==================== crc7_serial
## src/rtl/sd_resp_pkg.sv

```systemverilog
// Shared definitions for the SD command-line response path: response type
// codes, frame geometry, field bit positions (wire order, bit 0 = start bit),
// the CRC7 polynomial and the checker state encoding.
package sd_resp_pkg;

    // Response type codes as presented on resp_type
    localparam logic [1:0] RESP_R1 = 2'b00;
    localparam logic [1:0] RESP_R2 = 2'b01;
    localparam logic [1:0] RESP_R3 = 2'b10;

    // Frame lengths on the wire
    localparam int unsigned FRAME_LEN_SHORT = 48;
    localparam int unsigned FRAME_LEN_LONG  = 136;

    // Header fields
    localparam int unsigned BIT_START = 0;
    localparam int unsigned BIT_TRANS = 1;
    localparam int unsigned INDEX_LO  = 2;
    localparam int unsigned INDEX_HI  = 7;
    localparam int unsigned INDEX_W   = INDEX_HI - INDEX_LO + 1;

    // CRC7 fields and coverage
    localparam int unsigned CRC_W        = 7;
    localparam int unsigned R1_CRC_LO    = 40;
    localparam int unsigned R2_CRC_LO    = 128;
    localparam int unsigned R1_CRC_START = 0;
    localparam int unsigned R1_CRC_N     = 40;
    localparam int unsigned R2_CRC_START = 8;
    localparam int unsigned R2_CRC_N     = 120;
    localparam logic [CRC_W-1:0] CRC7_POLY = 7'h09;

    // End bits
    localparam int unsigned R1_END = FRAME_LEN_SHORT - 1;
    localparam int unsigned R2_END = FRAME_LEN_LONG - 1;

    // Payload extraction
    localparam int unsigned PAYLOAD_LO      = 8;
    localparam int unsigned PAYLOAD_W       = 120;
    localparam int unsigned SHORT_PAYLOAD_W = 32;

    typedef enum logic [1:0] {
        ST_IDLE  = 2'd0,
        ST_CRC   = 2'd1,
        ST_CHECK = 2'd2
    } state_t;

    // Per-field error flags reported with each result
    typedef struct packed {
        logic start;
        logic trans;
        logic index;
        logic crc;
        logic end_bit;
        logic overrun;
    } resp_err_t;

endpackage

```

## src/rtl/crc7_serial.sv

```systemverilog
// Serial CRC7 (x^7 + x^3 + 1), one message bit per enabled clock, MSB-first.
// Ports: clk, reset (async, active-high), clear (sync zero), bit_en (consume
// bit_in this clock), bit_in (message bit), crc (current remainder).
module crc7_serial
    import sd_resp_pkg::*;
(
    input  logic             clk,
    input  logic             reset,
    input  logic             clear,
    input  logic             bit_en,
    input  logic             bit_in,
    output logic [CRC_W-1:0] crc
);

    logic [CRC_W-1:0] crc_q;
    logic [CRC_W-1:0] crc_d;
    logic             fb_c;

    // Next remainder: shift left, fold in polynomial when feedback is set
    always_comb begin
        fb_c  = bit_in ^ crc_q[CRC_W-1];
        crc_d = crc_q;
        if (clear) begin
            crc_d = '0;
        end else if (bit_en) begin
            crc_d = {crc_q[CRC_W-2:0], 1'b0} ^ (fb_c ? CRC7_POLY : '0);
        end
    end

    always_ff @(posedge clk or posedge reset) begin
        if (reset) begin
            crc_q <= '0;
        end else begin
            crc_q <= crc_d;
        end
    end

    assign crc = crc_q;

endmodule

```

## config.mk

```make
export PLATFORM = sky130hd
export DESIGN_NAME = crc7_serial
export DESIGN_NICKNAME = d
export VERILOG_FILES = /design/src/rtl/sd_resp_pkg.sv /design/src/rtl/crc7_serial.sv
export SDC_FILE = /design/constraint.sdc
export NUM_CORES = 1
export LEC_CHECK = 0
export CAP_MARGIN = 20
export CORE_AREA = 4 4 41 43
export CTS_BUF_LIST = sky130_fd_sc_hd__clkbuf_8
export CTS_CLUSTER_SIZE = 12
export DETAILED_ROUTE_END_ITERATION = 16
export DIE_AREA = 0 0 45 47
export HOLD_SLACK_MARGIN = 0.05
export SLEW_MARGIN = 20
export SYNTH_ARGS = -nofsm -noshare
export SYNTH_HDL_FRONTEND = slang
export SYNTH_SLANG_ARGS = --single-unit
```

## constraint.sdc

```tcl
create_clock -name clk -period 3.12 [get_ports clk]
set_clock_uncertainty 0.15 [all_clocks]
set_input_delay 0.624 -clock clk [delete_from_list [all_inputs] [get_ports clk]]
set_output_delay 0.624 -clock clk [all_outputs]
set_load 0.005 [all_outputs]
```

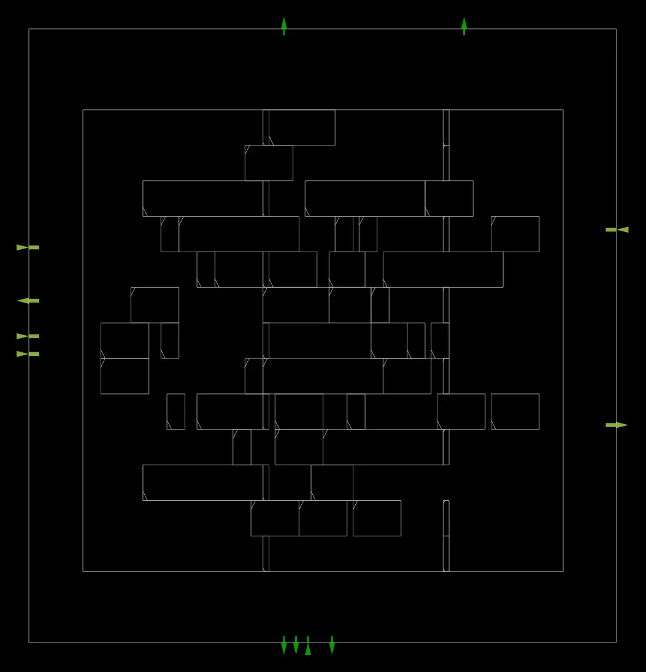
**Above:** crc7_serial (cell outlines without signal wires).
seq_cells: 7
Post-Layout Cell Count: 57
Core ar.: 1301 µm²
Finished Core Util: 36.35%
Seq/total area: 37.04%

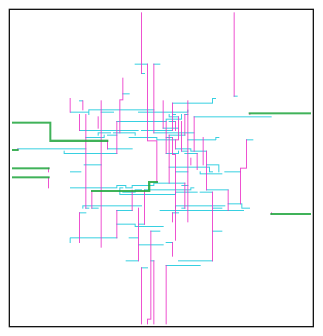
**Above:** crc7_serial (signal wires by layer).
[green] M3 | wire length: 53.8 µm
[cyan] M1 | wire length: 289 µm
[magenta] M2 | wire length: 296 µm

==> flow_metrics.env <==
# physical design summary
export IMPL_status="finished, final reports clean"
export IMPL_wl_um=638
export IMPL_arrival_ns=1.13
export IMPL_async_flop_share_pct=100.0
export IMPL_cap_violations=0
export IMPL_final_min_clock_period_ns=1.909
export IMPL_numCtsBuffers=3
export IMPL_buf_share_pct=23.28
export IMPL_edf_count=0
export IMPL_yosysChipArea_um2=311.5
export IMPL_critPathKind="reg2out"
export IMPL_ys_cells=29
export IMPL_power_share_clock_pct=50.3
export IMPL_maxPowerGroup="clock"
export IMPL_clk_latency_ns=0.23
export IMPL_fin_area_um2=473.0
export IMPL_whs_path_depth=2
export IMPL_p_comb_share_pct=10.1
export IMPL_cts_buffer_depth=2
export IMPL_cp_endpoint="crc[2]"
export IMPL_aoi_share_pct=4.819
export IMPL_synth_main_ff_cell="dfrtp_1"
export IMPL_fp_dieW_um=45
export IMPL_setup_worst_path_start="crc[2]"
export IMPL_hold_viol_final=0
export IMPL_synth_most_common_cell="nor2_1"
export IMPL_comb_share_pct=25.40
export IMPL_crit_cells=1
export IMPL_first_pass_iters=2
export IMPL_initial_core_util_pct=23.94
[per-stage QoR]
stage          setup WS, ns  power, mW
2_1_floorplan         1.838     0.1106
3_3_place_gp          1.174     0.1232
6_report              1.211     0.2449
5_1_grt               1.169     0.2556
3_5_place_dp          1.150     0.1237
4_1_cts               1.202     0.2491
[layer usage]
metal	global-route usage [%]	wire length, µm	share of wire, %	vias up
met1	8.372	289	45	110
met4	7.018	0	0	0
li1	-	-	-	120
met5	0	0	0	-
met2	9.322	295	46	8
met3	4.598	53	8.3	0

==================== adder_share_arbiter
**adder_share_arbiter: signal wires by layer**

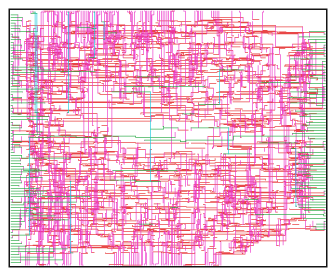
$ cat config.mk
export PLATFORM = sky130hd
export DESIGN_NAME = adder_share_arbiter
export DESIGN_NICKNAME = d
export VERILOG_FILES = /design/src/rtl/adder_share_arbiter.sv
export SDC_FILE = /design/constraint.sdc
export NUM_CORES = 1
export LEC_CHECK = 0
export CAP_MARGIN = 20
export CORE_ASPECT_RATIO = 0.8
export CORE_MARGIN = 4
export CORE_UTILIZATION = 38
export DETAILED_ROUTE_END_ITERATION = 10
export HOLD_SLACK_MARGIN = 0.06
export PLACE_DENSITY_LB_ADDON = 0.25
export SLEW_MARGIN = 10
export SYNTH_ARGS = -nofsm -noshare
export SYNTH_HDL_FRONTEND = slang
export SYNTH_SLANG_ARGS = --single-unit
export TNS_END_PERCENT = 30
$ cat constraint.sdc
create_clock -name clk -period 11.2 [get_ports clk]
set_clock_uncertainty 0.05 [all_clocks]
set_input_delay 2.24 -clock clk [delete_from_list [all_inputs] [get_ports clk]]
set_output_delay 2.24 -clock clk [all_outputs]
set_load 0.01 [all_outputs]
$ cat src/rtl/adder_share_arbiter.sv
// adder_share_arbiter: round-robin sharing of one combinational 32-bit
// ripple-carry adder among NREQ requesters. Operands are registered before
// the adder, given ADD_WAIT settle cycles, then the tagged result is held
// until the consumer accepts it.
module adder_share_arbiter #(
  parameter int NREQ     = 4,
  parameter int IDW      = 2,
  parameter int ADD_WAIT = 2
) (
  input  logic                 clk,
  input  logic                 reset,
  input  logic [NREQ-1:0]      req_valid,
  input  logic [32*NREQ-1:0]   req_x,
  input  logic [32*NREQ-1:0]   req_y,
  output logic [NREQ-1:0]      req_ready,
  output logic                 rsp_valid,
  input  logic                 rsp_ready,
  output logic [IDW-1:0]       rsp_id,
  output logic [31:0]          rsp_sum,
  output logic                 rsp_carry,
  output logic                 busy
);

  localparam int CW = 4;

  typedef enum logic [1:0] {
    S_IDLE,
    S_ADD,
    S_HOLD
  } state_t;

  state_t          r_state;
  logic [IDW-1:0]  r_rr_ptr;
  logic [IDW-1:0]  r_op_id;
  logic [31:0]     r_op_x;
  logic [31:0]     r_op_y;
  logic [CW-1:0]   r_cnt;

  logic [NREQ-1:0] w_rot;
  logic            w_any;
  logic [IDW:0]    w_id_sum;
  logic [IDW-1:0]  w_gnt_id;
  logic [IDW-1:0]  w_next_ptr;
  logic [31:0]     w_sel_x;
  logic [31:0]     w_sel_y;
  logic [31:0]     w_add_sum;
  logic            w_add_co;
  logic            w_c;

  // Round-robin pick: rotate valids so rr_ptr sits at bit 0, take the lowest
  // set bit, then map the rotated position back to a requester index.
  always_comb begin
    w_rot    = NREQ'({req_valid, req_valid} >> r_rr_ptr);
    w_any    = 1'b0;
    w_id_sum = '0;
    for (int unsigned k = 0; k < NREQ; k++) begin
      if (!w_any && w_rot[k]) begin
        w_any    = 1'b1;
        w_id_sum = {1'b0, r_rr_ptr} + (IDW+1)'(k);
      end
    end
    if (w_id_sum >= (IDW+1)'(NREQ)) begin
      w_id_sum = w_id_sum - (IDW+1)'(NREQ);
    end
    w_gnt_id   = w_id_sum[IDW-1:0];
    w_next_ptr = (w_gnt_id == IDW'(NREQ-1)) ? '0 : w_gnt_id + IDW'(1);
  end

  // Grant is offered only in IDLE and never while reset is asserted.
  always_comb begin
    req_ready = '0;
    if (r_state == S_IDLE && !reset && w_any) begin
      req_ready = NREQ'(1) << w_gnt_id;
    end
  end

  // Operand mux for the granted requester.
  always_comb begin
    w_sel_x = '0;
    w_sel_y = '0;
    for (int unsigned j = 0; j < NREQ; j++) begin
      if (w_gnt_id == IDW'(j)) begin
        w_sel_x = req_x[32*j +: 32];
        w_sel_y = req_y[32*j +: 32];
      end
    end
  end

  // Shared ripple-carry adder, fed only from the operand registers.
  always_comb begin
    w_add_sum = '0;
    w_c       = 1'b0;
    for (int unsigned i = 0; i < 32; i++) begin
      w_add_sum[i] = r_op_x[i] ^ r_op_y[i] ^ w_c;
      w_c          = (r_op_x[i] & r_op_y[i]) | (w_c & (r_op_x[i] ^ r_op_y[i]));
    end
    w_add_co = w_c;
  end

  // Control FSM with registered response outputs.
  always_ff @(posedge clk) begin
    if (reset) begin
      r_state   <= S_IDLE;
      r_rr_ptr  <= '0;
      r_op_id   <= '0;
      r_op_x    <= '0;
      r_op_y    <= '0;
      r_cnt     <= '0;
      rsp_valid <= 1'b0;
      rsp_id    <= '0;
      rsp_sum   <= '0;
      rsp_carry <= 1'b0;
      busy      <= 1'b0;
    end else begin
      case (r_state)
        S_IDLE: begin
          if (w_any) begin
            r_op_x   <= w_sel_x;
            r_op_y   <= w_sel_y;
            r_op_id  <= w_gnt_id;
            r_cnt    <= CW'(ADD_WAIT - 1);
            r_rr_ptr <= w_next_ptr;
            busy     <= 1'b1;
            r_state  <= S_ADD;
          end
        end
        S_ADD: begin
          if (r_cnt != '0) begin
            r_cnt <= r_cnt - CW'(1);
          end else begin
            rsp_sum   <= w_add_sum;
            rsp_carry <= w_add_co;
            rsp_id    <= r_op_id;
            rsp_valid <= 1'b1;
            r_state   <= S_HOLD;
          end
        end
        S_HOLD: begin
          if (rsp_ready) begin
            rsp_valid <= 1'b0;
            busy      <= 1'b0;
            r_state   <= S_IDLE;
          end
        end
        default: begin
          r_state <= S_IDLE;
        end
      endcase
    end
  end

endmodule
==> flow_metrics.env <==
# physical design summary
export IMPL_grtUsageMet2_pct=35.65
export IMPL_status="finished with violations"
export IMPL_power_density_nw_per_um2=239.4
export IMPL_p_leak_nw=3.833
export IMPL_setup_viol=3
export IMPL_pwr_share_seq_pct=29.1
export IMPL_use_met3_pct=6.276
export IMPL_failed_checks="negative setup slack"
export IMPL_async_flop_share_pct=0
export IMPL_grt_busiest_layer="met2"
export IMPL_grt_pass1_vias=6857
export IMPL_timing_final_ws_setup_ns=-0.4783
export IMPL_pre_cts_ws_ns=-0.5689
export IMPL_placedCellCount=1366
export IMPL_crit_top_cell="fa_2"
export IMPL_crit_required_ns=11.41
export IMPL_met1_usage_pct=32.10
About 'signal wires by layer' of adder_share_arbiter:
[magenta] M2 | wire length: 10400 µm
[cyan] M4 | wire length: 375 µm
[green] M3 | wire length: 1880 µm
[red] M1 | wire length: 11100 µm
drt wl/cell: 17.17 µm
WL final: 23.76 mm
via count: 7225
total global-route track usage: 23.01%

## sequential cells by signal, summed over array words and instances, names as in the netlist
signal / cells
r_op_id: 2
r_op_y: 32
rsp_valid: 1
r_cnt: 4
busy: 1
r_rr_ptr: 2
r_state: 2
r_op_x: 32
rsp_carry: 1
rsp_sum: 32
rsp_id: 2
## power groups by stage
stage | Clock, mW | Sequential, mW | Combinational [mW]
finish | 0.323 | 0.707 | 1.40
global route | 0.345 | 0.731 | 1.59
CTS | 0.331 | 0.710 | 1.40
detailed placement | 0 | 0.715 | 1.39
global placement | 0 | 0.708 | 1.37
floorplan | 0 | 0.710 | 0.887


==> screenshots <==
Pin map.
Pins as bars across the die edge, other pins in grey.
shot_01.png
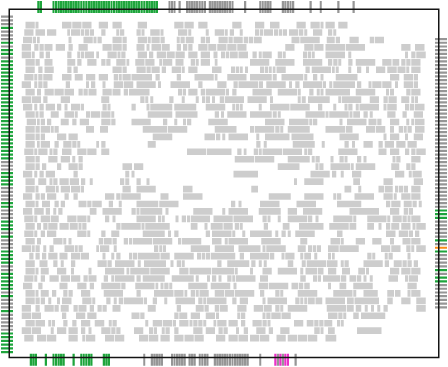
shot_02.png
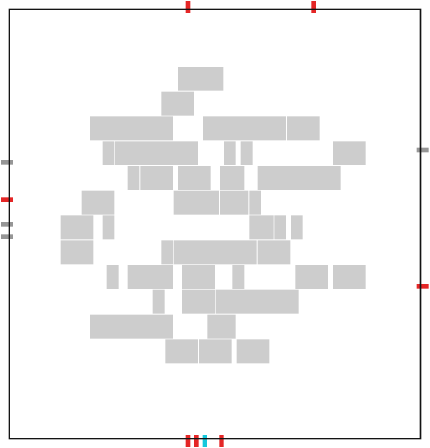
shot_02.png comes from crc7_serial.
shot_01.png comes from adder_share_arbiter.
Of these, most pins: shot_01.png

Key to shot_02.png:
[cyan] `bit_in` | pins: 1 | direction: input | edge: south
[red] `crc` | pins: 7 | direction: output | edge: 3 south, 2 north, 1 west, 1 east

Power and IR drop assume default switching activity.
